==================== id_operand_stage
Fig. 1: id_operand_stage, M3 wires
Scale: 2 px per um. Cells faint in the background.
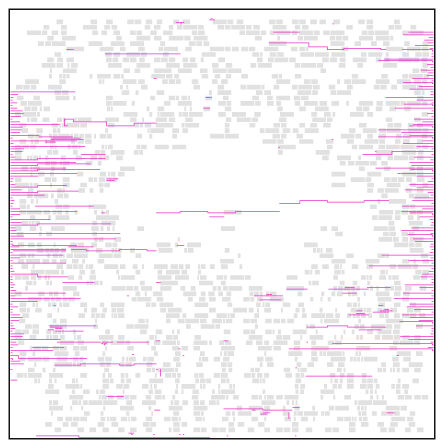
File: src/rtl/bexkat1Def.sv
// Shared bexkat1 definitions: forwarding codes, SP forwarding codes, instruction types.
// Latency: n/a (constants only).
// Backpressure: n/a.
package bexkat1Def;

  // Operand forwarding select codes (hazard1/hazard2)
  localparam logic [2:0] FWD_RF     = 3'd0;
  localparam logic [2:0] FWD_MEM    = 3'd1;
  localparam logic [2:0] FWD_EXE    = 3'd2;
  localparam logic [2:0] FWD_MEM_SP = 3'd3;
  localparam logic [2:0] FWD_EXE_SP = 3'd4;

  // Stack pointer forwarding select codes (sp_hazard)
  localparam logic [1:0] SPF_RF  = 2'd0;
  localparam logic [1:0] SPF_EXE = 2'd1;
  localparam logic [1:0] SPF_MEM = 2'd2;

  // Instruction type field values, as decoded by the hazard unit
  localparam logic [3:0] T_INH  = 4'h0;
  localparam logic [3:0] T_PUSH = 4'h1;
  localparam logic [3:0] T_POP  = 4'h2;
  localparam logic [3:0] T_CMP  = 4'h3;
  localparam logic [3:0] T_MOV  = 4'h4;
  localparam logic [3:0] T_FP   = 4'h5;
  localparam logic [3:0] T_ALU  = 4'h6;
  localparam logic [3:0] T_INT  = 4'h7;
  localparam logic [3:0] T_LDI  = 4'h8;
  localparam logic [3:0] T_LOAD = 4'h9;
  localparam logic [3:0] T_STORE= 4'ha;
  localparam logic [3:0] T_BRANCH = 4'hb;
  localparam logic [3:0] T_JUMP = 4'hc;

endpackage

File: src/rtl/fwd_mux.sv
// Operand forwarding mux: picks one 32-bit operand from RF or EXE/MEM results.
// Latency: combinational, zero cycles.
// Backpressure: none; illegal select codes fall back to the register file.
module fwd_mux
  import bexkat1Def::*;
(
  input  logic [2:0]  sel,
  input  logic [31:0] rf_data,
  input  logic [31:0] mem_result,
  input  logic [31:0] exe_result,
  input  logic [31:0] mem_sp_next,
  input  logic [31:0] exe_sp_next,
  output logic [31:0] dat
);

  // Select the operand source; codes 5..7 read the register file
  always_comb begin
    dat = rf_data;
    case (sel)
      FWD_MEM:    dat = mem_result;
      FWD_EXE:    dat = exe_result;
      FWD_MEM_SP: dat = mem_sp_next;
      FWD_EXE_SP: dat = exe_sp_next;
      default:    dat = rf_data;
    endcase
  end

endmodule

File: src/rtl/id_operand_stage.sv
// ID/EXE pipeline register with operand/SP forwarding; optional stats via BEXKAT1_FWD_STATS_EN.
// Latency: one cycle from ID inputs to EXE outputs.
// Backpressure: hold freezes all state (flush deferred), stall/flush insert a bubble; if_hold = stall | hold.
module id_operand_stage
  import bexkat1Def::*;
(
  input  logic        clk_i,
  input  logic        rst_i,
  input  logic [63:0] id_ir,
  input  logic [31:0] id_pc,
  input  logic [1:0]  id_reg_write,
  input  logic [1:0]  id_sp_write,
  input  logic [31:0] rf_data1,
  input  logic [31:0] rf_data2,
  input  logic [31:0] rf_sp,
  input  logic [31:0] exe_result,
  input  logic [31:0] mem_result,
  input  logic [31:0] exe_sp_next,
  input  logic [31:0] mem_sp_next,
  input  logic [2:0]  hazard1,
  input  logic [2:0]  hazard2,
  input  logic [1:0]  sp_hazard,
  input  logic        stall,
  input  logic        hold,
  input  logic        flush,
  output logic [63:0] exe_ir,
  output logic [31:0] exe_pc,
  output logic [31:0] exe_data1,
  output logic [31:0] exe_data2,
  output logic [31:0] exe_sp,
  output logic [1:0]  exe_reg_write,
  output logic [1:0]  exe_sp_write,
  output logic        if_hold
`ifdef BEXKAT1_FWD_STATS_EN
  ,
  output logic [31:0] fwd_count,
  output logic [31:0] bubble_count
`endif
);

  logic [31:0] data1_sel;
  logic [31:0] data2_sel;
  logic [31:0] sp_sel;
  logic        flush_pend;
  logic        do_bubble;
  logic        do_advance;

  fwd_mux u_fwd1 (
    .sel         (hazard1),
    .rf_data     (rf_data1),
    .mem_result  (mem_result),
    .exe_result  (exe_result),
    .mem_sp_next (mem_sp_next),
    .exe_sp_next (exe_sp_next),
    .dat         (data1_sel)
  );

  fwd_mux u_fwd2 (
    .sel         (hazard2),
    .rf_data     (rf_data2),
    .mem_result  (mem_result),
    .exe_result  (exe_result),
    .mem_sp_next (mem_sp_next),
    .exe_sp_next (exe_sp_next),
    .dat         (data2_sel)
  );

  // SP forwarding select; code 3 is illegal and reads the architectural SP
  always_comb begin
    sp_sel = rf_sp;
    case (sp_hazard)
      SPF_EXE: sp_sel = exe_sp_next;
      SPF_MEM: sp_sel = mem_sp_next;
      default: sp_sel = rf_sp;
    endcase
  end

  // IF/ID freezes on stall or hold only; a flush lets IF/ID refill
  assign if_hold    = stall | hold;
  assign do_bubble  = !hold && (flush || flush_pend || stall);
  assign do_advance = !hold && !(flush || flush_pend || stall);

  // Pipeline register: hold beats bubble beats advance; flush during hold is remembered
  always_ff @(posedge clk_i) begin
    if (rst_i) begin
      exe_ir        <= 64'h0;
      exe_pc        <= 32'h0;
      exe_data1     <= 32'h0;
      exe_data2     <= 32'h0;
      exe_sp        <= 32'h0;
      exe_reg_write <= 2'b00;
      exe_sp_write  <= 2'b00;
      flush_pend    <= 1'b0;
    end else if (hold) begin
      if (flush) flush_pend <= 1'b1;
    end else if (do_bubble) begin
      exe_ir        <= 64'h0;
      exe_pc        <= 32'h0;
      exe_data1     <= 32'h0;
      exe_data2     <= 32'h0;
      exe_sp        <= 32'h0;
      exe_reg_write <= 2'b00;
      exe_sp_write  <= 2'b00;
      flush_pend    <= 1'b0;
    end else begin
      exe_ir        <= id_ir;
      exe_pc        <= id_pc;
      exe_data1     <= data1_sel;
      exe_data2     <= data2_sel;
      exe_sp        <= sp_sel;
      exe_reg_write <= id_reg_write;
      exe_sp_write  <= id_sp_write;
    end
  end

`ifdef BEXKAT1_FWD_STATS_EN
  // Statistics: forwarded advances and inserted bubbles, both wrapping, frozen in hold
  always_ff @(posedge clk_i) begin
    if (rst_i) begin
      fwd_count    <= 32'h0;
      bubble_count <= 32'h0;
    end else begin
      if (do_advance && (hazard1 != FWD_RF || hazard2 != FWD_RF || sp_hazard != SPF_RF))
        fwd_count <= fwd_count + 32'd1;
      if (do_bubble)
        bubble_count <= bubble_count + 32'd1;
    end
  end
`endif

endmodule

File: config.mk
export PLATFORM = sky130hd
export DESIGN_NAME = id_operand_stage
export DESIGN_NICKNAME = d
export VERILOG_FILES = /design/src/rtl/bexkat1Def.sv /design/src/rtl/fwd_mux.sv /design/src/rtl/id_operand_stage.sv
export SDC_FILE = /design/constraint.sdc
export NUM_CORES = 1
export LEC_CHECK = 0
export CAP_MARGIN = 20
export CORE_AREA = 2 2 210 212
export CTS_CLUSTER_SIZE = 30
export DETAILED_ROUTE_END_ITERATION = 8
export DIE_AREA = 0 0 212 214
export MAX_ROUTING_LAYER = met4
export PLACE_DENSITY_LB_ADDON = 0.1
export SETUP_SLACK_MARGIN = 0.02
export SYNTH_ARGS = -nofsm -noshare
export SYNTH_HDL_FRONTEND = slang
export SYNTH_SLANG_ARGS = --single-unit
File: constraint.sdc
create_clock -name clk_i -period 1.7 [get_ports clk_i]
set_input_delay 0.51 -clock clk_i [delete_from_list [all_inputs] [get_ports clk_i]]
set_output_delay 0.51 -clock clk_i [all_outputs]
set_load 0.01 [all_outputs]
==> impl_metrics.py <==
# Flow results
metrics = {
    "outcome": {
        "status": "completed",
    },
    "clocking": {
        "cts-root-buf": "clkbuf_16",
        "clock_sinks": 197,
        "clkTransAtPathRegs_ps": 80,
        "clockBufferDepth": 2,
    },
    "layout": {
        "inv_count": 32,
        "area_share_nonclk_buffers": 0.375,
        "comb_area_share": 0.294,
        "fill_cells": 4366,
        "drive_gt1_frac": 0.129,
        "comb_cells": 697,
        "utilization": 0.382,
        "ff_count": 197,
        "mi_logic_area_sq_um": 4820,
    },
    "die": {
        "n_tap_cell": 585,
        "ios": 534,
        "fp_util": 0.216,
        "fp.dieW_um": 212,
        "die_area_sq_um": 45400,
        "die_h_um": 214,
        "rows": 76,
    },
    "placed_design": {
        "place_congestion": 0.851,
        "dpl.hpwl_um": 36600,
    },
    "timing": {
        "setup_viol": 0,
        "tightest_slew_ps": 324,
        "clock_skew_ps": 8.95,
        "slew_violations": 0,
    },
    "pwr": {
        "p_switching_mw": 3.45,
        "clkPwrFrac": 0.371,
        "powerComb_mw": 2.47,
        "total_power_mw": 11.5,
        "power_leakage_nw": 6.47,
        "p_int_mw": 8.09,
        "power_leader": "sequential cells",
        "seqPwrFrac": 0.415,
    },
    "setup_path": {
        "arrival_ps": 2030,
        "cp_slowest_cell": "clkdlybuf4s50_1",
        "endpoint": "exe_sp[28]$_SDFFE_PP0N_",
        "r2r-start": "flush_pend$_SDFFE_PP0P_",
        "critical_path_required_ps": 2080,
        "worstSetupStartpoint": "sp_hazard[0]",
        "slowest_delay_ps": 490,
        "cp_max_fo": 14,
        "endpoint_kind": "register",
    },
    "yosys": {
        "ys.flop_type": "dfxtp_1",
        "top_cell": "dfxtp_1",
        "yosysTopAreaCell": "dfxtp_1",
        "netlist_instances": 1034,
        "async_reset_ff_frac": 0,
        "synth.distinct_cells": 34,
        "common_cells": "dfxtp_1 (197), a22o_1 (132), nand2_1 (97)",
        "topCellsByArea": "dfxtp_1 (43%), a22o_1 (12%), o21ai_0 (4.2%)",
        "top_area_frac": 0.425,
    },
    "run": {
        "drv_cap": 0,
        "warning_count": 29,
    },
    "global_routing": {
        "grt-ovfl-total": 0,
        "grt_pass1_wl_um": 69000,
        "antenna_found_initial": 7,
        "track_usage": 0.213,
        "grt_max_degree": 50,
    },
    "min_path": {
        "hold-path-endpoint": "exe_data2[11]$_SDFFE_PP0N_",
    },
    "detailed_routing": {
        "drt_wl_total_um": 47500,
        "drt-pass1-iter-count": 5,
        "viasPerCell": 4.78,
    },
}
## Picture notes: Fig. 1
- share of all routed wire: 7.0%
- nets with wire on the layer: 281
- longest straight run: 71.5 um
- wire length on this layer: 3,330 um
- main direction: horizontal

==> worst reg2reg max path: stages, from the launching register on <==
cell and delay [ps]:
dfxtp_1 340, nor4_4 360, buf_6 220, buf_4 140
buf_12 180, a22o_1 200
==> per-layer routing <==
layer	vias to the layer above	wire length, um	track usage
met5	-	0	-
met4	0	1060	0.0782
met3	48	3330	0.0592
met2	373	22900	0.343
met1	4934	20200	0.252
li1	4969	-	-
==> cell families (layout without fill, tap and decap cells) <==
family	Yosys count	after routing	share of synthesized area
AOI/OAI and AO/OA	451	451	0.352
and+or+nand+nor	210	210	0.122
DFF	197	197	0.425
buffers and inverters	140	674	0.0614
muxes	32	32	0.0347
adders and majority gates	2	2	0.00270
xor gates and xnor gates	2	2	0.00189
other	0	8	0
==> per-stage QoR <==
step                      setup WS, ps  hold WS [ps]  std cells
after floorplan                  -1.85           471       1034
after global placement            -578           436       2117
after detailed placement          -582           443       2117
after CTS                         20.3           452       2150
after global routing              9.48           469       2160
final                             56.3           451       2161
==> registers in the layout (all words and copies together) (netlist names) <==
signal	count
flush_pend	1
exe_ir	64
exe_data1	32
exe_data2	32
exe_sp	32
exe_sp_write	2
exe_reg_write	2
exe_pc	32

==================== mul5b_arb
Fig. 2: mul5b_arb, the metal 2 layer
Scale: 6 px per um. Cells faint in the background.
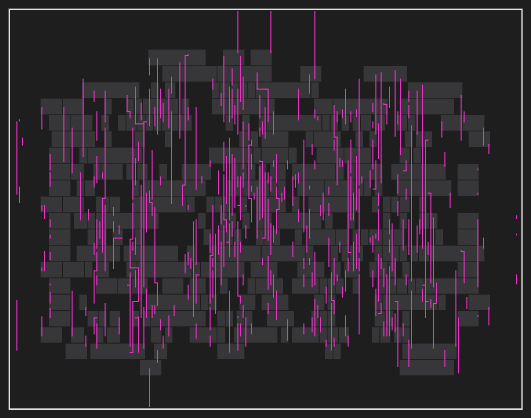
Fig. 3: mul5b_arb, ports around the boundary
Scale: 6 px per um. Pins as bars across the die edge, other pins in gray.
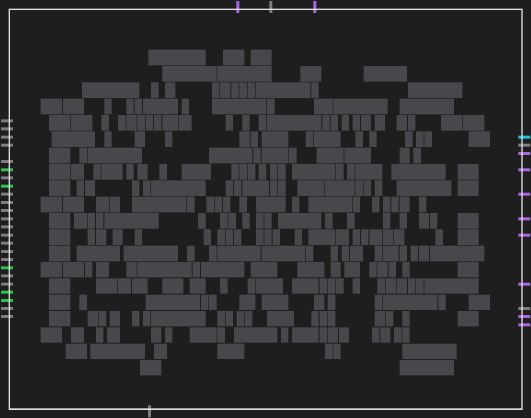
## src/rtl/mul5b_arb.sv

```systemverilog
// Round-robin arbiter that shares one combinational WxW unsigned multiplier between two
// requesters and returns a registered, id-tagged product on a valid/ready port.
module mul5b_arb #(
  parameter int unsigned W = 5
) (
  input  logic           clk,
  input  logic           rst_n,
  input  logic           req0,
  input  logic [W-1:0]   a0,
  input  logic [W-1:0]   b0,
  output logic           gnt0,
  input  logic           req1,
  input  logic [W-1:0]   a1,
  input  logic [W-1:0]   b1,
  output logic           gnt1,
  output logic [2*W-1:0] p,
  output logic           p_id,
  output logic           p_valid,
  input  logic           p_ready
);

  localparam int unsigned PW = 2 * W;

  typedef enum logic [1:0] {
    IDLE = 2'd0,
    CALC = 2'd1,
    DONE = 2'd2
  } state_t;

  state_t         state;
  state_t         state_nxt;
  logic [W-1:0]   op_a;
  logic [W-1:0]   op_b;
  logic           op_id;
  logic           last_id;
  logic           pick1;

  // State register
  always_ff @(posedge clk or negedge rst_n) begin
    if (!rst_n) begin
      state <= IDLE;
    end else begin
      state <= state_nxt;
    end
  end

  // Next state and grants; requester 1 wins a tie only when requester 0 was served last
  always_comb begin
    state_nxt = state;
    gnt0      = 1'b0;
    gnt1      = 1'b0;
    pick1     = req1 & (~req0 | ~last_id);
    case (state)
      IDLE: begin
        if (rst_n) begin
          gnt0 = req0 & ~pick1;
          gnt1 = pick1;
        end
        if (req0 | req1) begin
          state_nxt = CALC;
        end
      end
      CALC: begin
        state_nxt = DONE;
      end
      DONE: begin
        if (p_ready) begin
          state_nxt = IDLE;
        end
      end
      default: begin
        state_nxt = IDLE;
      end
    endcase
  end

  // Operand capture, round-robin pointer and result registers
  always_ff @(posedge clk or negedge rst_n) begin
    if (!rst_n) begin
      op_a    <= '0;
      op_b    <= '0;
      op_id   <= 1'b0;
      last_id <= 1'b1;
      p       <= '0;
      p_id    <= 1'b0;
      p_valid <= 1'b0;
    end else begin
      if (gnt0 | gnt1) begin
        op_a    <= gnt1 ? a1 : a0;
        op_b    <= gnt1 ? b1 : b0;
        op_id   <= gnt1;
        last_id <= gnt1;
      end
      if (state == CALC) begin
        p       <= PW'(op_a) * PW'(op_b);
        p_id    <= op_id;
        p_valid <= 1'b1;
      end else if (state == DONE && p_ready) begin
        p_valid <= 1'b0;
      end
    end
  end

endmodule

```

## config.mk

```make
export PLATFORM = sky130hd
export DESIGN_NAME = mul5b_arb
export DESIGN_NICKNAME = d
export VERILOG_FILES = /design/src/rtl/mul5b_arb.sv
export SDC_FILE = /design/constraint.sdc
export NUM_CORES = 1
export LEC_CHECK = 0
export ABC_AREA = 1
export ABC_CLOCK_PERIOD_IN_PS = 3550
export CORE_ASPECT_RATIO = 0.75
export CORE_MARGIN = 5
export CORE_UTILIZATION = 45
export DETAILED_ROUTE_END_ITERATION = 8
export HOLD_SLACK_MARGIN = 0.06
export PLACE_DENSITY = 0.75
export SYNTH_ARGS = -nofsm -noshare
export SYNTH_HDL_FRONTEND = slang
export SYNTH_SLANG_ARGS = --single-unit
```

## constraint.sdc

```tcl
create_clock -name clk -period 3.55 [get_ports clk]
set_clock_uncertainty 0.15 [all_clocks]
set_input_delay 0.355 -clock clk [delete_from_list [all_inputs] [get_ports clk]]
set_output_delay 0.355 -clock clk [all_outputs]
set_load 0.1 [all_outputs]
```

==> impl_metrics.py <==
# Flow results
metrics = {
    "yosys": {
        "ys_chip_area_sq_um": 1910,
        "netlist_instances": 250,
        "common_cells": "nand2_1 (92), inv_1 (41), dfrtp_1 (25)",
        "netlist_area_sq_um": 1910,
        "top_cell": "nand2_1",
        "ys_ff": 26,
        "ys_cells": 250,
        "async_reset_ff_frac": 1.00,
        "yosysTopAreaCell": "dfrtp_1",
        "top_area_frac": 0.328,
        "syn-num-nets": 302,
        "topCellsByArea": "dfrtp_1 (33%), nand2_1 (18%), ha_1 (12%)",
    },
    "timing": {
        "final.setup.tns_ps": 0,
        "fin_crit_ps": 3340,
        "setup_viol": 0,
    },
    "layout": {
        "syn_to_final_growth_pct": 26.7,
        "ff_count": 26,
        "utilization": 0.593,
        "regArea_sq_um": 653,
        "largestClassByArea": "combinational gates",
        "clock_buffers": 4,
        "comb_area_share": 0.437,
        "drive_gt1_frac": 0.0859,
        "stdcell_count": 346,
        "fill_cells": 390,
    },
    "setup_path": {
        "worst-r2r-cell-count": 11,
        "crit_type": "reg -> reg",
        "r2r_end": "p[9]$_DFFE_PN0P_",
        "arrival_ps": 3360,
        "r2r-start": "op_b[3]$_DFFE_PN0P_",
    },
    "die": {
        "core_sq_um": 4080,
        "die_h_um": 66.4,
        "n_tap_cell": 55,
        "die_area_sq_um": 5660,
        "fp.dieW_um": 85.2,
        "rows": 20,
        "fp_util": 0.468,
    },
    "clocking": {
        "clock_sinks": 26,
        "cts_buffers": 3,
        "cts-root-buf": "clkbuf_8",
        "cts_tree": "yes",
        "clkTransAtPathRegs_ps": 90,
    },
    "placed_design": {
        "dp.cells": 340,
        "dpl.hpwl_um": 3230,
        "place_congestion": 0.807,
        "dpl_worst_slack_ps": 173,
        "io_buffers": 38,
    },
    "detailed_routing": {
        "drt-pass1-iter-count": 4,
        "ant_nets": 0,
        "dr_total_vias": 1587,
        "drt_wl_total_um": 3850,
    },
    "pwr": {
        "p_per_area_nw_per_um2": 870,
        "total_power_mw": 2.10,
    },
    "min_path": {
        "hold_class": "reg -> reg",
    },
    "global_routing": {
        "first_global_vias": 1581,
        "grt-ovfl-total": 0,
        "grt_max_degree": 27,
        "track_usage": 0.150,
    },
    "outcome": {
        "status": "completed",
    },
    "run": {
        "drv_cap": 0,
    },
}
## Picture notes: Fig. 2
- longest straight run: 29.6 um
- wire length on this layer: 1,660 um

## Picture notes: Fig. 3
- green: a1 (pins 5; direction input; edge left)
- cyan: p_ready (pins 1; direction input; edge right)
- purple: p (pins 10; direction output; edge 8 right, 2 top)

==> metal layers <==
layer / vias to the layer above / routed length [um] / global-route usage
li1: 840 / - / -
met1: 700 / 1890 / 0.196
met2: 45 / 1660 / 0.259
met3: 2 / 287 / 0.0399
met4: 0 / 10 / 0.0178
met5: - / 0 / 0
==> flip-flops by register name (all words and copies together) (netlist names) <==
signal / cells
last_id: 1
op_a: 5
op_b: 5
op_id: 1
p: 10
p_id: 1
p_valid: 1
state: 2
==> cells by family (layout without fill, tap and decap cells) <==
group,after synthesis,in the layout,share of synthesized area
AOI/OAI and AO/OA,12,12,0.0315
adders and majority gates,27,27,0.212
buffers and inverters,49,90,0.106
DFF,26,26,0.341
and+or+nand+nor,136,136,0.309
==> cell usage in the layout (no fill, tap or decap), drive strengths merged, types with 5 or more instances in the layout <==
cell type and n:
clkdlybuf4s50 36, fa 9, o21ai 7, nand2 100, a21oi 5, ha 18
dfrtp 25, nand3 20, inv 44, buf 6, nor2 9
==> critical path, cell delays in order (launching register included) <==
cell and delay [ps]:
dfrtp_1 440, nand2_1 110, fa_1 510, fa_1 520, fa_1 540, inv_1 40, ha_1 320, or2_1 270
nand3_1 120, nand3_1 90, nand3_1 90, nand2_1 50

==================== fusion_sched
Fig. 4: fusion_sched, the metal 2 layer
Scale: 3 px per um. Cells faint in the background.
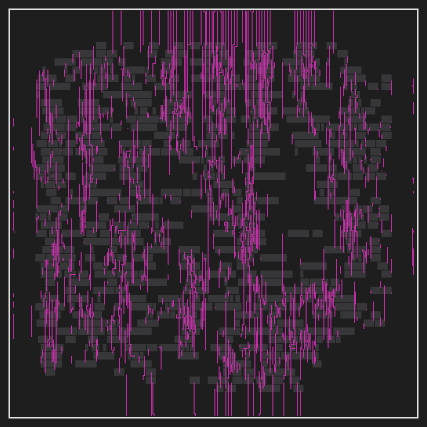
## src/rtl/fusion_sched.sv

```systemverilog
// rtl/fusion_sched.sv - IMU/LiDAR pairing sequencer for the fusion_top Kalman core
//
// Buffers one IMU and one LiDAR sample (newest wins), pairs them within PAIR_WINDOW
// cycles, issues one start/valid transaction per pair to the core, waits up to
// TIMEOUT_CYCLES for its done, and holds the returned state vector for a
// valid/ready consumer.
//
// Optional feature macro: FUSION_SCHED_STATS_EN adds pair_cnt and tmo_cnt outputs.
//
// Ports:
//   clk, rst                  clock, synchronous active-high reset
//   imu_valid/ready/data      IMU sample input (ready is 1 whenever not in reset)
//   lidar_valid/ready/data    LiDAR sample input (ready is 1 whenever not in reset)
//   core_start, core_valid    one-cycle issue pulse to the core
//   core_imu, core_lidar      paired samples presented with the issue pulse
//   core_done, core_state     core result strobe and state vector (element 0 in LSBs)
//   res_valid/ready/state     held result towards the consumer
//   err_timeout               one-cycle pulse when the core fails to answer
//   drop_cnt                  saturating count of discarded samples
//   pair_cnt, tmo_cnt         saturating issue / timeout counts (stats build only)
module fusion_sched #(
   parameter int DATA_WIDTH     = 16,
   parameter int STATE_WIDTH    = 2,
   parameter int PAIR_WINDOW    = 64,
   parameter int TIMEOUT_CYCLES = 32
) (
   input  logic                              clk,
   input  logic                              rst,
   input  logic                              imu_valid,
   output logic                              imu_ready,
   input  logic [DATA_WIDTH-1:0]             imu_data,
   input  logic                              lidar_valid,
   output logic                              lidar_ready,
   input  logic [DATA_WIDTH-1:0]             lidar_data,
   output logic                              core_start,
   output logic                              core_valid,
   output logic [DATA_WIDTH-1:0]             core_imu,
   output logic [DATA_WIDTH-1:0]             core_lidar,
   input  logic                              core_done,
   input  logic [STATE_WIDTH*DATA_WIDTH-1:0] core_state,
   output logic                              res_valid,
   input  logic                              res_ready,
   output logic [STATE_WIDTH*DATA_WIDTH-1:0] res_state,
   output logic                              err_timeout,
`ifdef FUSION_SCHED_STATS_EN
   output logic [15:0]                       drop_cnt,
   output logic [15:0]                       pair_cnt,
   output logic [15:0]                       tmo_cnt
`else
   output logic [15:0]                       drop_cnt
`endif
);

   localparam int AW = $clog2(PAIR_WINDOW + 1);
   localparam int TW = $clog2(TIMEOUT_CYCLES + 1);

   typedef enum logic [1:0] {IDLE, ISSUE, WAIT, HOLD} state_t;

   state_t                state;
   logic                  imu_full;
   logic                  lidar_full;
   logic [DATA_WIDTH-1:0] imu_buf;
   logic [DATA_WIDTH-1:0] lidar_buf;
   logic [AW-1:0]         age;
   logic [TW-1:0]         tmo;

   logic                  issue_clr;
   logic                  lone;
   logic                  expire;
   logic                  imu_expire;
   logic                  lidar_expire;
   logic [1:0]            drops;
   logic [16:0]           drop_sum;

   assign imu_ready   = ~rst;
   assign lidar_ready = ~rst;

   always_comb begin
      issue_clr = (state == ISSUE);
      lone      = imu_full ^ lidar_full;
      expire    = lone && (age == AW'(PAIR_WINDOW - 1));
      // A partner arriving on the expiry cycle rescues the lone sample.
      imu_expire   = expire && imu_full   && !lidar_valid;
      lidar_expire = expire && lidar_full && !imu_valid;
      // Overwrite of a full buffer is a drop unless ISSUE is emptying it anyway;
      // an expiring sample replaced by a same-cycle capture counts only once.
      drops = 2'(imu_valid   && imu_full   && !issue_clr)
            + 2'(lidar_valid && lidar_full && !issue_clr)
            + 2'(imu_expire   && !imu_valid)
            + 2'(lidar_expire && !lidar_valid);
      drop_sum = {1'b0, drop_cnt} + 17'(drops);
   end

   always_ff @(posedge clk) begin
      if (rst) begin
         state       <= IDLE;
         imu_full    <= 1'b0;
         lidar_full  <= 1'b0;
         imu_buf     <= '0;
         lidar_buf   <= '0;
         age         <= '0;
         tmo         <= '0;
         core_start  <= 1'b0;
         core_valid  <= 1'b0;
         core_imu    <= '0;
         core_lidar  <= '0;
         res_valid   <= 1'b0;
         res_state   <= '0;
         err_timeout <= 1'b0;
         drop_cnt    <= '0;
`ifdef FUSION_SCHED_STATS_EN
         pair_cnt    <= '0;
         tmo_cnt     <= '0;
`endif
      end else begin
         if (imu_valid) begin
            imu_full <= 1'b1;
            imu_buf  <= imu_data;
         end else if (issue_clr || imu_expire) begin
            imu_full <= 1'b0;
         end

         if (lidar_valid) begin
            lidar_full <= 1'b1;
            lidar_buf  <= lidar_data;
         end else if (issue_clr || lidar_expire) begin
            lidar_full <= 1'b0;
         end

         age      <= (lone && !expire) ? age + AW'(1) : '0;
         drop_cnt <= drop_sum[16] ? 16'hFFFF : drop_sum[15:0];

         core_start  <= 1'b0;
         core_valid  <= 1'b0;
         err_timeout <= 1'b0;

         case (state)
            IDLE: begin
               if (imu_full && lidar_full) begin
                  state      <= ISSUE;
                  core_start <= 1'b1;
                  core_valid <= 1'b1;
                  // Present what the buffers hold during ISSUE, so a capture on
                  // this edge is the sample that gets issued.
                  core_imu   <= imu_valid   ? imu_data   : imu_buf;
                  core_lidar <= lidar_valid ? lidar_data : lidar_buf;
`ifdef FUSION_SCHED_STATS_EN
                  if (pair_cnt != 16'hFFFF) pair_cnt <= pair_cnt + 16'd1;
`endif
               end
            end
            ISSUE: begin
               state <= WAIT;
               tmo   <= '0;
            end
            WAIT: begin
               if (core_done) begin
                  res_state <= core_state;
                  res_valid <= 1'b1;
                  state     <= HOLD;
               end else if (tmo == TW'(TIMEOUT_CYCLES - 1)) begin
                  err_timeout <= 1'b1;
                  state       <= IDLE;
`ifdef FUSION_SCHED_STATS_EN
                  if (tmo_cnt != 16'hFFFF) tmo_cnt <= tmo_cnt + 16'd1;
`endif
               end else begin
                  tmo <= tmo + TW'(1);
               end
            end
            HOLD: begin
               if (res_ready) begin
                  res_valid <= 1'b0;
                  state     <= IDLE;
               end
            end
            default: state <= IDLE;
         endcase
      end
   end

endmodule
```

## config.mk

```make
export PLATFORM = sky130hd
export DESIGN_NAME = fusion_sched
export DESIGN_NICKNAME = d
export VERILOG_FILES = /design/src/rtl/fusion_sched.sv
export SDC_FILE = /design/constraint.sdc
export NUM_CORES = 1
export LEC_CHECK = 0
export ABC_CLOCK_PERIOD_IN_PS = 14300
export CAP_MARGIN = 25
export CORE_MARGIN = 8
export CORE_UTILIZATION = 35
export CTS_BUF_LIST = sky130_fd_sc_hd__clkbuf_16
export DETAILED_ROUTE_END_ITERATION = 16
export SETUP_SLACK_MARGIN = 0.3
export SLEW_MARGIN = 10
export SYNTH_ARGS = -nofsm -noshare
export SYNTH_HDL_FRONTEND = slang
export SYNTH_SLANG_ARGS = --single-unit
```

## constraint.sdc

```tcl
create_clock -name clk -period 14.3 [get_ports clk]
set_clock_uncertainty 0.2 [all_clocks]
set_input_delay 4.29 -clock clk [delete_from_list [all_inputs] [get_ports clk]]
set_output_delay 4.29 -clock clk [all_outputs]
set_load 0.05 [all_outputs]
```

==> impl_metrics.py <==
# Flow results
metrics = {
    "die": {
        "die_h_um": 136,
        "fp_util": 0.360,
    },
    "yosys": {
        "top_area_frac": 0.527,
        "synthSimpleGateAreaFrac": 0.186,
        "ys_seq_share": 0.527,
        "aoi_share": 0.130,
        "netlist_area_sq_um": 5010,
        "netlist_instances": 551,
        "yosysTopAreaCell": "dfxtp_1",
        "ys_cells": 551,
        "ys.flop_type": "dfxtp_1",
        "muxShareOfSynthArea": 0.0679,
    },
    "outcome": {
        "status": "completed",
    },
    "global_routing": {
        "first_global_vias": 4229,
        "grt_pass1_wl_um": 21000,
        "grt_busiest_layer": "met2",
        "grt_util_met2": 0.220,
    },
    "detailed_routing": {
        "dr_total_vias": 4261,
        "wl_met1_um": 5440,
        "top_layer": "met4",
    },
    "layout": {
        "layout.nets": 768,
        "largest_register": "res_state",
        "syn_to_final_growth_pct": 45.9,
    },
    "clocking": {
        "cts-root-buf": "clkbuf_16",
        "post-cts-setup-buffer-count": 0,
        "clock_sinks": 132,
    },
    "setup_path": {
        "r2r-start": "lidar_full$_SDFFE_PP0P_",
        "cp_max_fo": 37,
        "worst-r2r-cell-count": 13,
        "critical_path_required_ps": 9810,
        "cp_slowest_cell": "clkdlybuf4s50_1",
        "endpoint_kind": "primary output",
        "startpoint_type": "input port",
        "reg2reg_slack_ps": 10130,
    },
    "pwr": {
        "p_per_area_nw_per_um2": 133,
        "p_int_mw": 0.751,
        "clkPwrFrac": 0.485,
        "power_leader": "clock",
        "power_leakage_nw": 2.69,
    },
    "timing": {
        "relSlewSlack": 0.350,
        "final.setup.tns_ps": 0,
        "setup_viol": 0,
        "max_freq_ghz": 0.0998,
    },
    "placed_design": {
        "dpl.hpwl_um": 9290,
        "place_congestion": 0.737,
    },
}
## Picture notes: Fig. 4
- longest straight run: 43.4 um
- main direction: vertical
- nets with wire on the layer: 630

-- area by class of cell --
cell class	instances	area (sq um)	share of cell area
clock buffers	17	425	0.0582
flip-flops and latches	132	2640	0.361
inverters	10	37.5	0.00513
repair buffers	160	1590	0.218
clock inverters	15	218	0.0298
multi-input cells	369	2170	0.297
well taps	180	225	0.0308
-- worst max-delay path by stage --
stage,endpoint,cells after the start
after floorplan,lidar_ready,3
after global placement,imu_ready,3
after detailed placement,imu_ready,3
after CTS,imu_ready,3
after global routing,imu_ready,3
final,imu_ready,3
-- per-stage QoR --
| step | std cells | util | power, mW | hold slack, ps | instance area, sq um |
|---|---|---|---|---|---|
| after floorplan | 551 | - | 0.464 | 218 | 5010 |
| after global placement | 850 | 0.477 | 0.508 | 231 | 6650 |
| after detailed placement | 851 | 0.478 | 0.510 | 247 | 6670 |
| after CTS | 883 | 0.525 | 0.986 | 254 | 7310 |
| after global routing | 883 | 0.525 | 1.01 | 279 | 7310 |
| final | 883 | 0.525 | 0.974 | 252 | 7310 |

==================== uart_tx_flat
`src/rtl/uart_pkg.sv`:
```
// rtl/uart_pkg.sv - shared UART definitions: state encoding, frame constants, line levels
package uart_pkg;

    typedef enum logic [2:0] {
        ST_IDLE   = 3'd0,
        ST_START  = 3'd1,
        ST_DATA   = 3'd2,
        ST_PARITY = 3'd3,
        ST_STOP   = 3'd4
    } uart_state_e;

    localparam int DATA_BITS            = 8;
    localparam int DEFAULT_CLK_FREQ     = 100_000_000;
    localparam int DEFAULT_BAUD_RATE    = 9600;
    localparam int DEFAULT_CLKS_PER_BIT = DEFAULT_CLK_FREQ / DEFAULT_BAUD_RATE;

    localparam logic IDLE_LEVEL  = 1'b1;
    localparam logic STOP_LEVEL  = 1'b1;
    localparam logic START_LEVEL = 1'b0;

    function automatic logic even_parity(input logic [DATA_BITS-1:0] d);
        return ^d;
    endfunction

endpackage

```
`src/rtl/uart_tx_if.sv`:
```
// rtl/uart_tx_if.sv - byte handshake and serial line bundle for the UART transmitter
interface uart_tx_if;

    logic                           Send;
    logic [uart_pkg::DATA_BITS-1:0] Data_in;
    logic                           Ready;
    logic                           TX;
    logic                           Busy;
    logic                           Done;

    modport master (
        output Send,
        output Data_in,
        input  Ready,
        input  TX,
        input  Busy,
        input  Done
    );

    modport slave (
        input  Send,
        input  Data_in,
        output Ready,
        output TX,
        output Busy,
        output Done
    );

endinterface

```
`src/rtl/uart_baud_gen.sv`:
```
// rtl/uart_baud_gen.sv - per-bit cycle counter with clear; bit_tick marks the last cycle of a bit
module uart_baud_gen #(
    parameter int CLKS_PER_BIT = 4
) (
    input  logic clk,
    input  logic resetn,
    input  logic clear_i,
    output logic bit_tick_o,
    output logic pre_tick_o
);

    localparam int CNT_W = (CLKS_PER_BIT > 2) ? $clog2(CLKS_PER_BIT) : 1;
    localparam logic [CNT_W-1:0] LAST_CNT = CNT_W'(CLKS_PER_BIT - 1);
    localparam logic [CNT_W-1:0] PRE_CNT  = CNT_W'(CLKS_PER_BIT - 2);

    logic [CNT_W-1:0] cnt_q;
    logic [CNT_W-1:0] cnt_d;

    assign bit_tick_o = (cnt_q == LAST_CNT);
    // Lets the owner register a strobe that lines up with the final cycle of a bit
    assign pre_tick_o = (cnt_q == PRE_CNT);

    always_comb begin
        cnt_d = cnt_q + CNT_W'(1);
        if (clear_i || bit_tick_o) begin
            cnt_d = '0;
        end
    end

    always_ff @(posedge clk) begin
        if (!resetn) begin
            cnt_q <= '0;
        end else begin
            cnt_q <= cnt_d;
        end
    end

endmodule

```
`src/rtl/uart_tx.sv`:
```
// rtl/uart_tx.sv - UART transmitter, 8N1 frames with one-byte holding buffer; UART_TX_PARITY_EN adds even parity (8E1)
module uart_tx
    import uart_pkg::*;
#(
    parameter int CLK_FREQ     = DEFAULT_CLK_FREQ,
    parameter int BAUD_RATE    = DEFAULT_BAUD_RATE,
    parameter int CLKS_PER_BIT = CLK_FREQ / BAUD_RATE
) (
    input  logic     Clk,
    input  logic     Reset,
    uart_tx_if.slave bus
);

    generate
        if (CLKS_PER_BIT < 2) begin : g_bad_clks_per_bit
            $error("uart_tx: CLKS_PER_BIT must be at least 2");
        end
    endgenerate

    localparam logic [2:0] LAST_BIT = 3'(DATA_BITS - 1);

    uart_state_e          state_q;
    logic                 tx_q;
    logic                 done_q;
    logic [DATA_BITS-1:0] shift_q;
    logic [2:0]           bit_cnt_q;
    logic [DATA_BITS-1:0] hold_q;
    logic                 hold_full_q;
`ifdef UART_TX_PARITY_EN
    logic                 parity_q;
`endif

    logic bit_tick;
    logic pre_tick;
    logic accept;
    logic load_now;

    uart_baud_gen #(
        .CLKS_PER_BIT(CLKS_PER_BIT)
    ) u_baud_gen (
        .clk       (Clk),
        .resetn    (Reset),
        .clear_i   (state_q == ST_IDLE),
        .bit_tick_o(bit_tick),
        .pre_tick_o(pre_tick)
    );

    assign accept   = bus.Send && !hold_full_q;
    // A queued byte starts immediately from IDLE or straight after the stop bit, so frames abut
    assign load_now = hold_full_q &&
                      ((state_q == ST_IDLE) || ((state_q == ST_STOP) && bit_tick));

    always_ff @(posedge Clk) begin
        if (!Reset) begin
            state_q     <= ST_IDLE;
            tx_q        <= IDLE_LEVEL;
            done_q      <= 1'b0;
            shift_q     <= '0;
            bit_cnt_q   <= '0;
            hold_q      <= '0;
            hold_full_q <= 1'b0;
`ifdef UART_TX_PARITY_EN
            parity_q    <= 1'b0;
`endif
        end else begin
            done_q <= (state_q == ST_STOP) && pre_tick;

            if (accept) begin
                hold_q      <= bus.Data_in;
                hold_full_q <= 1'b1;
            end

            if (load_now) begin
                shift_q     <= hold_q;
                hold_full_q <= 1'b0;
                bit_cnt_q   <= '0;
                state_q     <= ST_START;
                tx_q        <= START_LEVEL;
`ifdef UART_TX_PARITY_EN
                parity_q    <= even_parity(hold_q);
`endif
            end else begin
                case (state_q)
                    ST_IDLE: begin
                        tx_q <= IDLE_LEVEL;
                    end
                    ST_START: begin
                        if (bit_tick) begin
                            tx_q      <= shift_q[0];
                            shift_q   <= {1'b0, shift_q[DATA_BITS-1:1]};
                            bit_cnt_q <= '0;
                            state_q   <= ST_DATA;
                        end
                    end
                    ST_DATA: begin
                        if (bit_tick) begin
                            if (bit_cnt_q == LAST_BIT) begin
`ifdef UART_TX_PARITY_EN
                                tx_q    <= parity_q;
                                state_q <= ST_PARITY;
`else
                                tx_q    <= STOP_LEVEL;
                                state_q <= ST_STOP;
`endif
                            end else begin
                                tx_q      <= shift_q[0];
                                shift_q   <= {1'b0, shift_q[DATA_BITS-1:1]};
                                bit_cnt_q <= bit_cnt_q + 3'd1;
                            end
                        end
                    end
`ifdef UART_TX_PARITY_EN
                    ST_PARITY: begin
                        if (bit_tick) begin
                            tx_q    <= STOP_LEVEL;
                            state_q <= ST_STOP;
                        end
                    end
`endif
                    ST_STOP: begin
                        if (bit_tick) begin
                            tx_q    <= IDLE_LEVEL;
                            state_q <= ST_IDLE;
                        end
                    end
                    default: begin
                        tx_q    <= IDLE_LEVEL;
                        state_q <= ST_IDLE;
                    end
                endcase
            end
        end
    end

    assign bus.Ready = ~hold_full_q;
    assign bus.TX    = tx_q;
    assign bus.Busy  = (state_q != ST_IDLE) | hold_full_q;
    assign bus.Done  = done_q;

endmodule

```
`src/flat_wrapper.sv`:
```
// flat-port wrapper written by rule: the top's interface ports become plain ports
module uart_tx_flat import uart_pkg::*;
#(
    parameter int CLK_FREQ     = DEFAULT_CLK_FREQ,
    parameter int BAUD_RATE    = DEFAULT_BAUD_RATE,
    parameter int CLKS_PER_BIT = CLK_FREQ / BAUD_RATE
)
  (Clk, Reset, bus_Send, bus_Data_in, bus_Ready, bus_TX, bus_Busy, bus_Done);
  uart_tx_if bus_i ();
  input  logic Clk;
  input  logic Reset;
  input wire logic [$bits(bus_i.Send)-1:0] bus_Send;
  input wire logic [$bits(bus_i.Data_in)-1:0] bus_Data_in;
  output wire logic [$bits(bus_i.Ready)-1:0] bus_Ready;
  output wire logic [$bits(bus_i.TX)-1:0] bus_TX;
  output wire logic [$bits(bus_i.Busy)-1:0] bus_Busy;
  output wire logic [$bits(bus_i.Done)-1:0] bus_Done;
  assign bus_i.Send = bus_Send;
  assign bus_i.Data_in = bus_Data_in;
  assign bus_Ready = bus_i.Ready;
  assign bus_TX = bus_i.TX;
  assign bus_Busy = bus_i.Busy;
  assign bus_Done = bus_i.Done;
  uart_tx #(.CLK_FREQ(CLK_FREQ), .BAUD_RATE(BAUD_RATE), .CLKS_PER_BIT(CLKS_PER_BIT)) u_core (.Clk(Clk), .Reset(Reset), .bus(bus_i));
endmodule
```
`config.mk`:
```
export PLATFORM = sky130hd
export DESIGN_NAME = uart_tx_flat
export DESIGN_NICKNAME = d
export VERILOG_FILES = /design/src/rtl/uart_pkg.sv /design/src/rtl/uart_tx_if.sv /design/src/rtl/uart_baud_gen.sv /design/src/rtl/uart_tx.sv /design/src/flat_wrapper.sv
export SDC_FILE = /design/constraint.sdc
export NUM_CORES = 1
export LEC_CHECK = 0
export ABC_AREA = 1
export CAP_MARGIN = 20
export CORE_ASPECT_RATIO = 0.9
export CORE_MARGIN = 8
export CORE_UTILIZATION = 60
export DETAILED_ROUTE_END_ITERATION = 16
export PLACE_DENSITY = 0.79
export SYNTH_ARGS = -nofsm -noshare
export SYNTH_HDL_FRONTEND = slang
export SYNTH_HIERARCHICAL = 1
export SYNTH_SLANG_ARGS = --single-unit
```
`constraint.sdc`:
```
create_clock -name Clk -period 4.6 [get_ports Clk]
set_input_delay 0.92 -clock Clk [delete_from_list [all_inputs] [get_ports Clk]]
set_output_delay 0.92 -clock Clk [all_outputs]
set_load 0.05 [all_outputs]
```
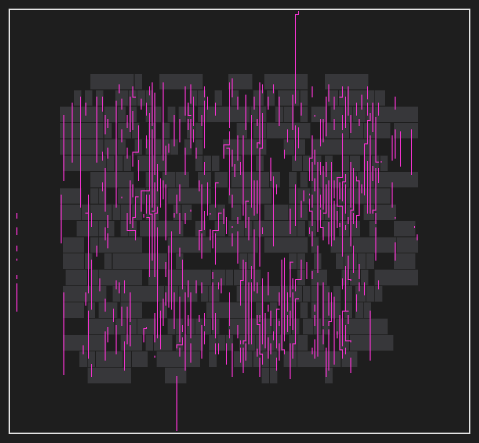
Fig. 5. The metal 2 layer (uart_tx_flat).
Scale: 6 px per um. Cells faint in the background.
- wire length on this layer: 1,570 um
- longest straight run: 19.7 um
- nets with wire on the layer: 232
- share of all routed wire: 41%

==> impl_metrics.py <==
# Flow results
metrics = {
    "pwr": {
        "p_comb_frac": 0.409,
        "total_power_mw": 1.17,
        "p_int_mw": 0.682,
        "switching_share": 0.416,
        "seqPwrFrac": 0.382,
        "p_switching_mw": 0.486,
        "clkPwrFrac": 0.209,
    },
    "run": {
        "drv_cap": 0,
        "warning_count": 27,
    },
    "timing": {
        "setup_ws_ps": 1710,
        "final.setup.tns_ps": 0,
        "slew_violations": 0,
        "period_used_share": 0.627,
        "max_freq_ghz": 0.347,
    },
    "global_routing": {
        "use_met3": 0.0473,
        "grt_util_met2": 0.230,
        "first_global_vias": 1603,
        "antenna_found_initial": 0,
        "track_usage": 0.154,
        "grt_pass1_wl_um": 6890,
    },
    "setup_path": {
        "arrival_ps": 1970,
        "crit_buf_inv": 2,
        "worstPathCellList": "inv_1 > nand2_1 > clkdlybuf4s50_1",
        "critical_path_required_ps": 3680,
        "cp_slowest_cell": "clkdlybuf4s50_1",
        "cp_max_fo": 11,
        "r2r-start": "u_core/u_baud_gen/cnt_q[0]$_SDFF_PP0_",
        "endpoint_kind": "primary output",
        "path_depth": 3,
        "r2r_end": "u_core/shift_q[3]$_SDFFE_PN0P_",
        "slowest_delay_ps": 800,
    },
    "layout": {
        "syn_to_final_growth_pct": 11.5,
        "utilization": 0.713,
        "sh_seq_area": 0.355,
        "num-nonclk-buffers": 14,
        "clk_share": 0.0392,
        "comb_cells": 206,
    },
    "yosys": {
        "avgSynthCellArea_sq_um": 6.96,
        "synthAdderAreaFrac": 0.0253,
        "yosysTopAreaCell": "dfxtp_1",
        "ys_seq_share": 0.395,
        "syn-num-nets": 299,
        "logic_family": "simple AND/OR/NAND/NOR gates",
        "top_area_frac": 0.395,
        "netlist_area_sq_um": 1980,
        "ys_ff": 39,
        "muxShareOfSynthArea": 0,
        "yosys_warnings": 6,
    },
    "die": {
        "ios": 15,
        "die_h_um": 70.4,
        "rows": 19,
    },
    "clocking": {
        "hold_buffers": 0,
        "post-cts-setup-buffer-count": 0,
        "cts_max_level": 2,
        "cts_buffers": 5,
        "clockBufferDepth": 2,
        "clk_latency_ps": 360,
        "clkTransAtPathRegs_ps": 120,
    },
    "detailed_routing": {
        "drt_wl_total_um": 3860,
        "top_layer": "met4",
        "detail_route.iter0.violations": 168,
        "drt-pass1-iter-count": 4,
        "dr_wl_met3_um": 220,
        "wl_met1_um": 1980,
    },
    "outcome": {
        "status": "completed",
    },
    "placed_design": {
        "dpl.hpwl_um": 2790,
    },
    "min_path": {
        "hold-path-endpoint": "u_core/u_baud_gen/cnt_q[13]$_SDFF_PP0_",
        "min_path_cells": 2,
    },
}
-- synthesized netlist by cell type, drive strengths merged --
cell type and instances:
inv 30, nor3 2, xnor2 3, o21ai 10, nor2 64, a21oi 11, ha 4, xor2 3
nand3b 1, nand2 72, or2 1, clkbuf 1, clkinv 2, nand3 19, nand4 15, dfxtp 39
buf 6, nor4 1
-- power groups by stage --
stage | sequential, mW | combinational [mW] | clock, mW
after floorplan | 0.450 | 0.411 | 0
after global placement | 0.451 | 0.475 | 0
after detailed placement | 0.453 | 0.476 | 0
after CTS | 0.445 | 0.479 | 0.250
after global routing | 0.456 | 0.548 | 0.261
final | 0.447 | 0.477 | 0.244
-- registers in the layout, indices dropped and copies added (netlist names) --
| signal | flops |
|---|---|
| u_core/bus.TX | 1 |
| u_core/hold_q | 8 |
| u_core/bit_cnt_q | 3 |
| u_core/shift_q | 8 |
| u_core/u_baud_gen/cnt_q | 14 |
| u_core/bus.Done | 1 |
| u_core/hold_full_q | 1 |
| u_core/state_q | 3 |
-- through the flow --
stage	instance area (sq um)	instances
final	2200	341
after floorplan	1980	284
after CTS	2200	341
after global routing	2200	341
after detailed placement	2120	333
after global placement	2120	333

==================== multi_arbiter
Fig. 6: multi_arbiter, routing congestion map
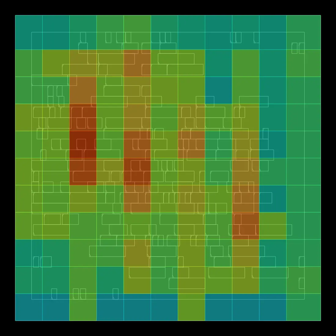
Fig. 7: multi_arbiter, ports around the boundary
Scale: 6 px per um. Pins as bars across the die edge, other pins in gray.
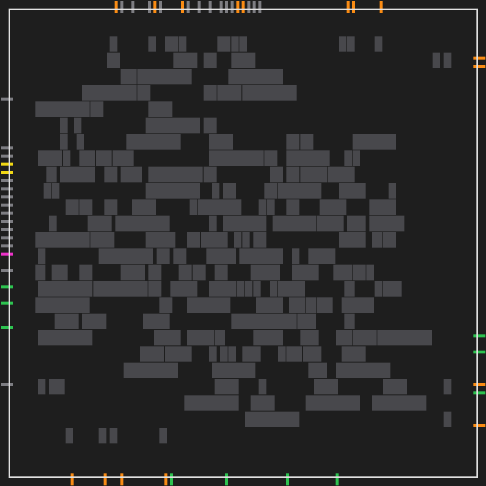
**config.mk**
```make
export PLATFORM = sky130hd
export DESIGN_NAME = multi_arbiter
export DESIGN_NICKNAME = d
export VERILOG_FILES = /design/src/rtl/multi_arb_pkg.sv /design/src/rtl/multi.sv /design/src/rtl/multi_arbiter.sv
export SDC_FILE = /design/constraint.sdc
export NUM_CORES = 1
export LEC_CHECK = 0
export CORE_MARGIN = 4
export CORE_UTILIZATION = 40
export DETAILED_ROUTE_END_ITERATION = 16
export DONT_BUFFER_PORTS = 1
export GPL_TIMING_DRIVEN = 1
export PLACE_DENSITY = 0.6
export SYNTH_ARGS = -nofsm -noshare
export SYNTH_HDL_FRONTEND = slang
export SYNTH_HIERARCHICAL = 1
export SYNTH_SLANG_ARGS = --single-unit
```
**constraint.sdc**
```tcl
create_clock -name clk_i -period 6.6 [get_ports clk_i]
set_clock_uncertainty 0.05 [all_clocks]
set_input_delay 1.32 -clock clk_i [delete_from_list [all_inputs] [get_ports clk_i]]
set_output_delay 1.32 -clock clk_i [all_outputs]
set_load 0.02 [all_outputs]
```
**src/rtl/multi_arb_pkg.sv**
```systemverilog
// Shared definitions for the round-robin multiplier arbiter.
// Optional build macro: MULTI_ARB_STATS_EN (enables the completed-operation counter).
package multi_arb_pkg;

  // Controller state encoding
  typedef enum logic [1:0] {
    ST_IDLE = 2'd0,
    ST_MUL  = 2'd1,
    ST_RESP = 2'd2
  } state_e;

  // Default operand width, matching the existing multiplier
  localparam int DEF_WIDTH = 5;

  // Completed-operation counter width and its saturation value
  localparam int              CNT_W   = 16;
  localparam logic [CNT_W-1:0] CNT_MAX = 16'hFFFF;

endpackage

```
**src/rtl/multi.sv**
```systemverilog
// Combinational unsigned multiplier: res = a * b at full product width.
module multi #(
  parameter int WIDTH = 5
) (
  input  logic [WIDTH-1:0]   a,
  input  logic [WIDTH-1:0]   b,
  output logic [2*WIDTH-1:0] res
);

  // Extend both operands first so the product is never truncated
  assign res = (2*WIDTH)'(a) * (2*WIDTH)'(b);

endmodule

```
**src/rtl/multi_arbiter.sv**
```systemverilog
// Round-robin front end that shares one `multi` instance between NUM_REQ
// requesters and returns the tagged product on a backpressured response port.
// Optional build macro: MULTI_ARB_STATS_EN (op_count_o counts response handshakes,
// saturating; otherwise op_count_o is constant zero and no counter is built).
module multi_arbiter
  import multi_arb_pkg::*;
#(
  parameter int NUM_REQ = 2,
  parameter int WIDTH   = DEF_WIDTH,
  parameter int IDW     = (NUM_REQ > 1) ? $clog2(NUM_REQ) : 1
) (
  input  logic                     clk_i,
  input  logic                     rst_i,
  input  logic [NUM_REQ-1:0]       req_valid_i,
  input  logic [NUM_REQ*WIDTH-1:0] req_a_i,
  input  logic [NUM_REQ*WIDTH-1:0] req_b_i,
  output logic [NUM_REQ-1:0]       req_ready_o,
  output logic                     resp_valid_o,
  output logic [IDW-1:0]           resp_id_o,
  output logic [2*WIDTH-1:0]       resp_res_o,
  input  logic                     resp_ready_i,
  output logic                     busy_o,
  output logic [CNT_W-1:0]         op_count_o
);

  state_e               state_q;
  logic [IDW-1:0]       rr_ptr_q;
  logic [IDW-1:0]       id_q;
  logic [WIDTH-1:0]     op_a_q;
  logic [WIDTH-1:0]     op_b_q;
  logic [2*WIDTH-1:0]   res_q;

  logic [WIDTH-1:0]     a_slice [NUM_REQ];
  logic [WIDTH-1:0]     b_slice [NUM_REQ];
  logic [2*WIDTH-1:0]   mul_res;
  logic [IDW-1:0]       grant_idx;
  logic [IDW-1:0]       grant_nxt;
  logic                 any_req;
  logic                 accept;

  // First valid requester at or above ptr, wrapping modulo NUM_REQ
  function automatic logic [IDW-1:0] rr_pick(input logic [NUM_REQ-1:0] valid,
                                             input logic [IDW-1:0]     ptr);
    logic [IDW-1:0] pick;
    logic           found;
    int             idx;
    pick  = '0;
    found = 1'b0;
    for (int k = 0; k < NUM_REQ; k++) begin
      idx = (int'(ptr) + k) % NUM_REQ;
      if (!found && valid[idx]) begin
        pick  = IDW'(idx);
        found = 1'b1;
      end
    end
    return pick;
  endfunction

  // Unpack the flat operand buses into per-requester slices
  for (genvar gi = 0; gi < NUM_REQ; gi++) begin : g_unpack
    assign a_slice[gi] = req_a_i[gi*WIDTH +: WIDTH];
    assign b_slice[gi] = req_b_i[gi*WIDTH +: WIDTH];
  end

  assign any_req   = |req_valid_i;
  assign grant_idx = rr_pick(req_valid_i, rr_ptr_q);
  assign grant_nxt = (grant_idx == IDW'(NUM_REQ - 1)) ? '0 : grant_idx + IDW'(1);

  // Reset gates the handshake so every output reads zero while reset is held
  assign accept = (state_q == ST_IDLE) && any_req && !rst_i;

  // One-hot ready toward the granted requester, only while idle
  for (genvar gi = 0; gi < NUM_REQ; gi++) begin : g_ready
    assign req_ready_o[gi] = accept && (grant_idx == IDW'(gi));
  end

  multi #(
    .WIDTH(WIDTH)
  ) u_multi (
    .a  (op_a_q),
    .b  (op_b_q),
    .res(mul_res)
  );

  // Controller FSM: grant and capture, multiply, then hold the response
  always_ff @(posedge clk_i or posedge rst_i) begin
    if (rst_i) begin
      state_q  <= ST_IDLE;
      rr_ptr_q <= '0;
      id_q     <= '0;
      op_a_q   <= '0;
      op_b_q   <= '0;
      res_q    <= '0;
    end else begin
      case (state_q)
        ST_IDLE: begin
          if (any_req) begin
            op_a_q   <= a_slice[grant_idx];
            op_b_q   <= b_slice[grant_idx];
            id_q     <= grant_idx;
            rr_ptr_q <= grant_nxt;
            state_q  <= ST_MUL;
          end
        end
        ST_MUL: begin
          res_q   <= mul_res;
          state_q <= ST_RESP;
        end
        ST_RESP: begin
          if (resp_ready_i) begin
            state_q <= ST_IDLE;
          end
        end
        default: state_q <= ST_IDLE;
      endcase
    end
  end

  assign resp_valid_o = (state_q == ST_RESP);
  assign resp_id_o    = id_q;
  assign resp_res_o   = res_q;
  assign busy_o       = (state_q != ST_IDLE);

`ifdef MULTI_ARB_STATS_EN
  logic             resp_fire;
  logic [CNT_W-1:0] op_count_q;

  assign resp_fire = resp_valid_o && resp_ready_i;

  // Saturating count of completed response handshakes
  always_ff @(posedge clk_i or posedge rst_i) begin
    if (rst_i) begin
      op_count_q <= '0;
    end else if (resp_fire && (op_count_q != CNT_MAX)) begin
      op_count_q <= op_count_q + CNT_W'(1);
    end
  end

  assign op_count_o = op_count_q;
`else
  assign op_count_o = '0;
`endif

endmodule

```
==> impl_metrics.py <==
# Flow results
metrics = {
    "die": {
        "n_tap_cell": 67,
        "ios": 56,
        "rows": 25,
        "fp_util": 0.412,
        "fp.dieW_um": 77.7,
    },
    "yosys": {
        "common_cells": "dfrtp_1 (24), and2_1 (20), inv_1 (20)",
        "netlist_instances": 186,
        "top_cell": "dfrtp_1",
        "aoi_share": 0.114,
    },
    "detailed_routing": {
        "viasPerCell": 4.77,
        "ant_nets": 0,
    },
    "outcome": {
        "status": "completed",
    },
    "run": {
        "drv_cap": 0,
    },
    "setup_path": {
        "crit_buf_inv": 0,
        "r2r-start": "op_b_q[4]$_DFFE_PP0P_",
        "slowest_delay_ps": 370,
    },
    "pwr": {
        "p_int_mw": 0.593,
        "seqPwrFrac": 0.302,
    },
    "layout": {
        "clock_buffers": 3,
        "layout_top_cells": "dfrtp_1 (24), inv_1 (20), and2_1 (20)",
    },
    "clocking": {
        "post-cts-setup-buffer-count": 0,
        "clockBufferDepth": 2,
    },
    "global_routing": {
        "grt-ovfl-total": 0,
        "grt_max_degree": 27,
    },
    "timing": {
        "tightest_slew_ps": 874,
    },
}
## Picture notes: Fig. 6
all-layer global routing usage: 0.120
met2 GRT Util: 0.190
routed length per instance: 13.4 um
gr busiest metal: met2
grt met1 use: 0.155

## Picture notes: Fig. 7
- green: resp_res_o (pins 10; direction output; edge 4 bottom, 3 left, 3 right)
- magenta: resp_valid_o (pins 1; direction output; edge left)
- orange: op_count_o (pins 16; direction output; edge 8 top, 4 bottom, 4 right)
- yellow: req_valid_i (pins 2; direction input; edge left)
- all pins by edge: 21 top, 20 left, 8 bottom, 7 right

## per-layer routing
layer | GRT usage | part of all wire | vias up
met3 | 0.0464 | 0.081 | 2
met4 | 0.0267 | 0.0068 | 0
met1 | 0.155 | 0.45 | 576
met2 | 0.190 | 0.46 | 30
met5 | 0 | 0 | -
li1 | - | - | 600
## flip-flops by register name, indices dropped and copies added, names as in the netlist
signal,count
resp_res_o,10
op_a_q,5
op_b_q,5
state_q,2
resp_id_o,1
rr_ptr_q,1
## worst min-delay path: cells and delay by family, from the launching register on
family        cells  cell delay (ps)
flops             1              370
simple gates      2              100
## power groups by stage
stage                     Clock (mW)  Sequential [mW]  Combinational (mW)
after CTS                      0.135            0.322               0.619
after detailed placement           0            0.325               0.613
after global routing           0.142            0.334               0.700
after global placement             0            0.325               0.609
after floorplan                    0            0.298               0.533
final                          0.130            0.318               0.604
## metrics by stage
step                      cells  hold slack [ps]  worst slack [ps]  area [sq um]
after floorplan             201              408              3000          2000
after global placement      249              451              2930          1950
after detailed placement    249              438              2920          1950
after CTS                   253              459              2930          2020
after global routing        253              498              2790          2020
final                       253              450              2940          2020


==> layout pictures side by side <==
Routing congestion map.
picture 1
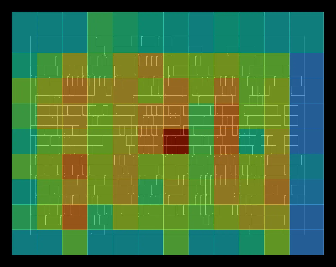
picture 2
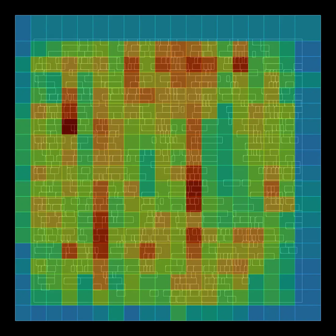
picture 3
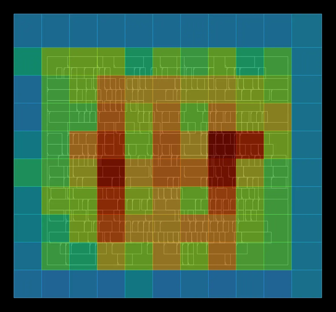
picture 4
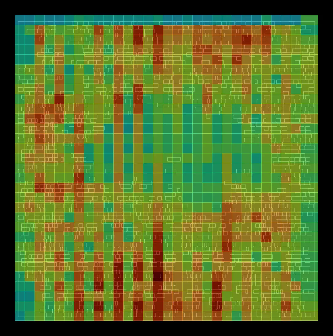
Of these, most wire per cell: picture 4
Picture 2 comes from fusion_sched.
Picture 1 comes from mul5b_arb.
Picture 4 comes from id_operand_stage.
Picture 3 comes from uart_tx_flat.

Power is estimated from default activity; no workload was simulated.
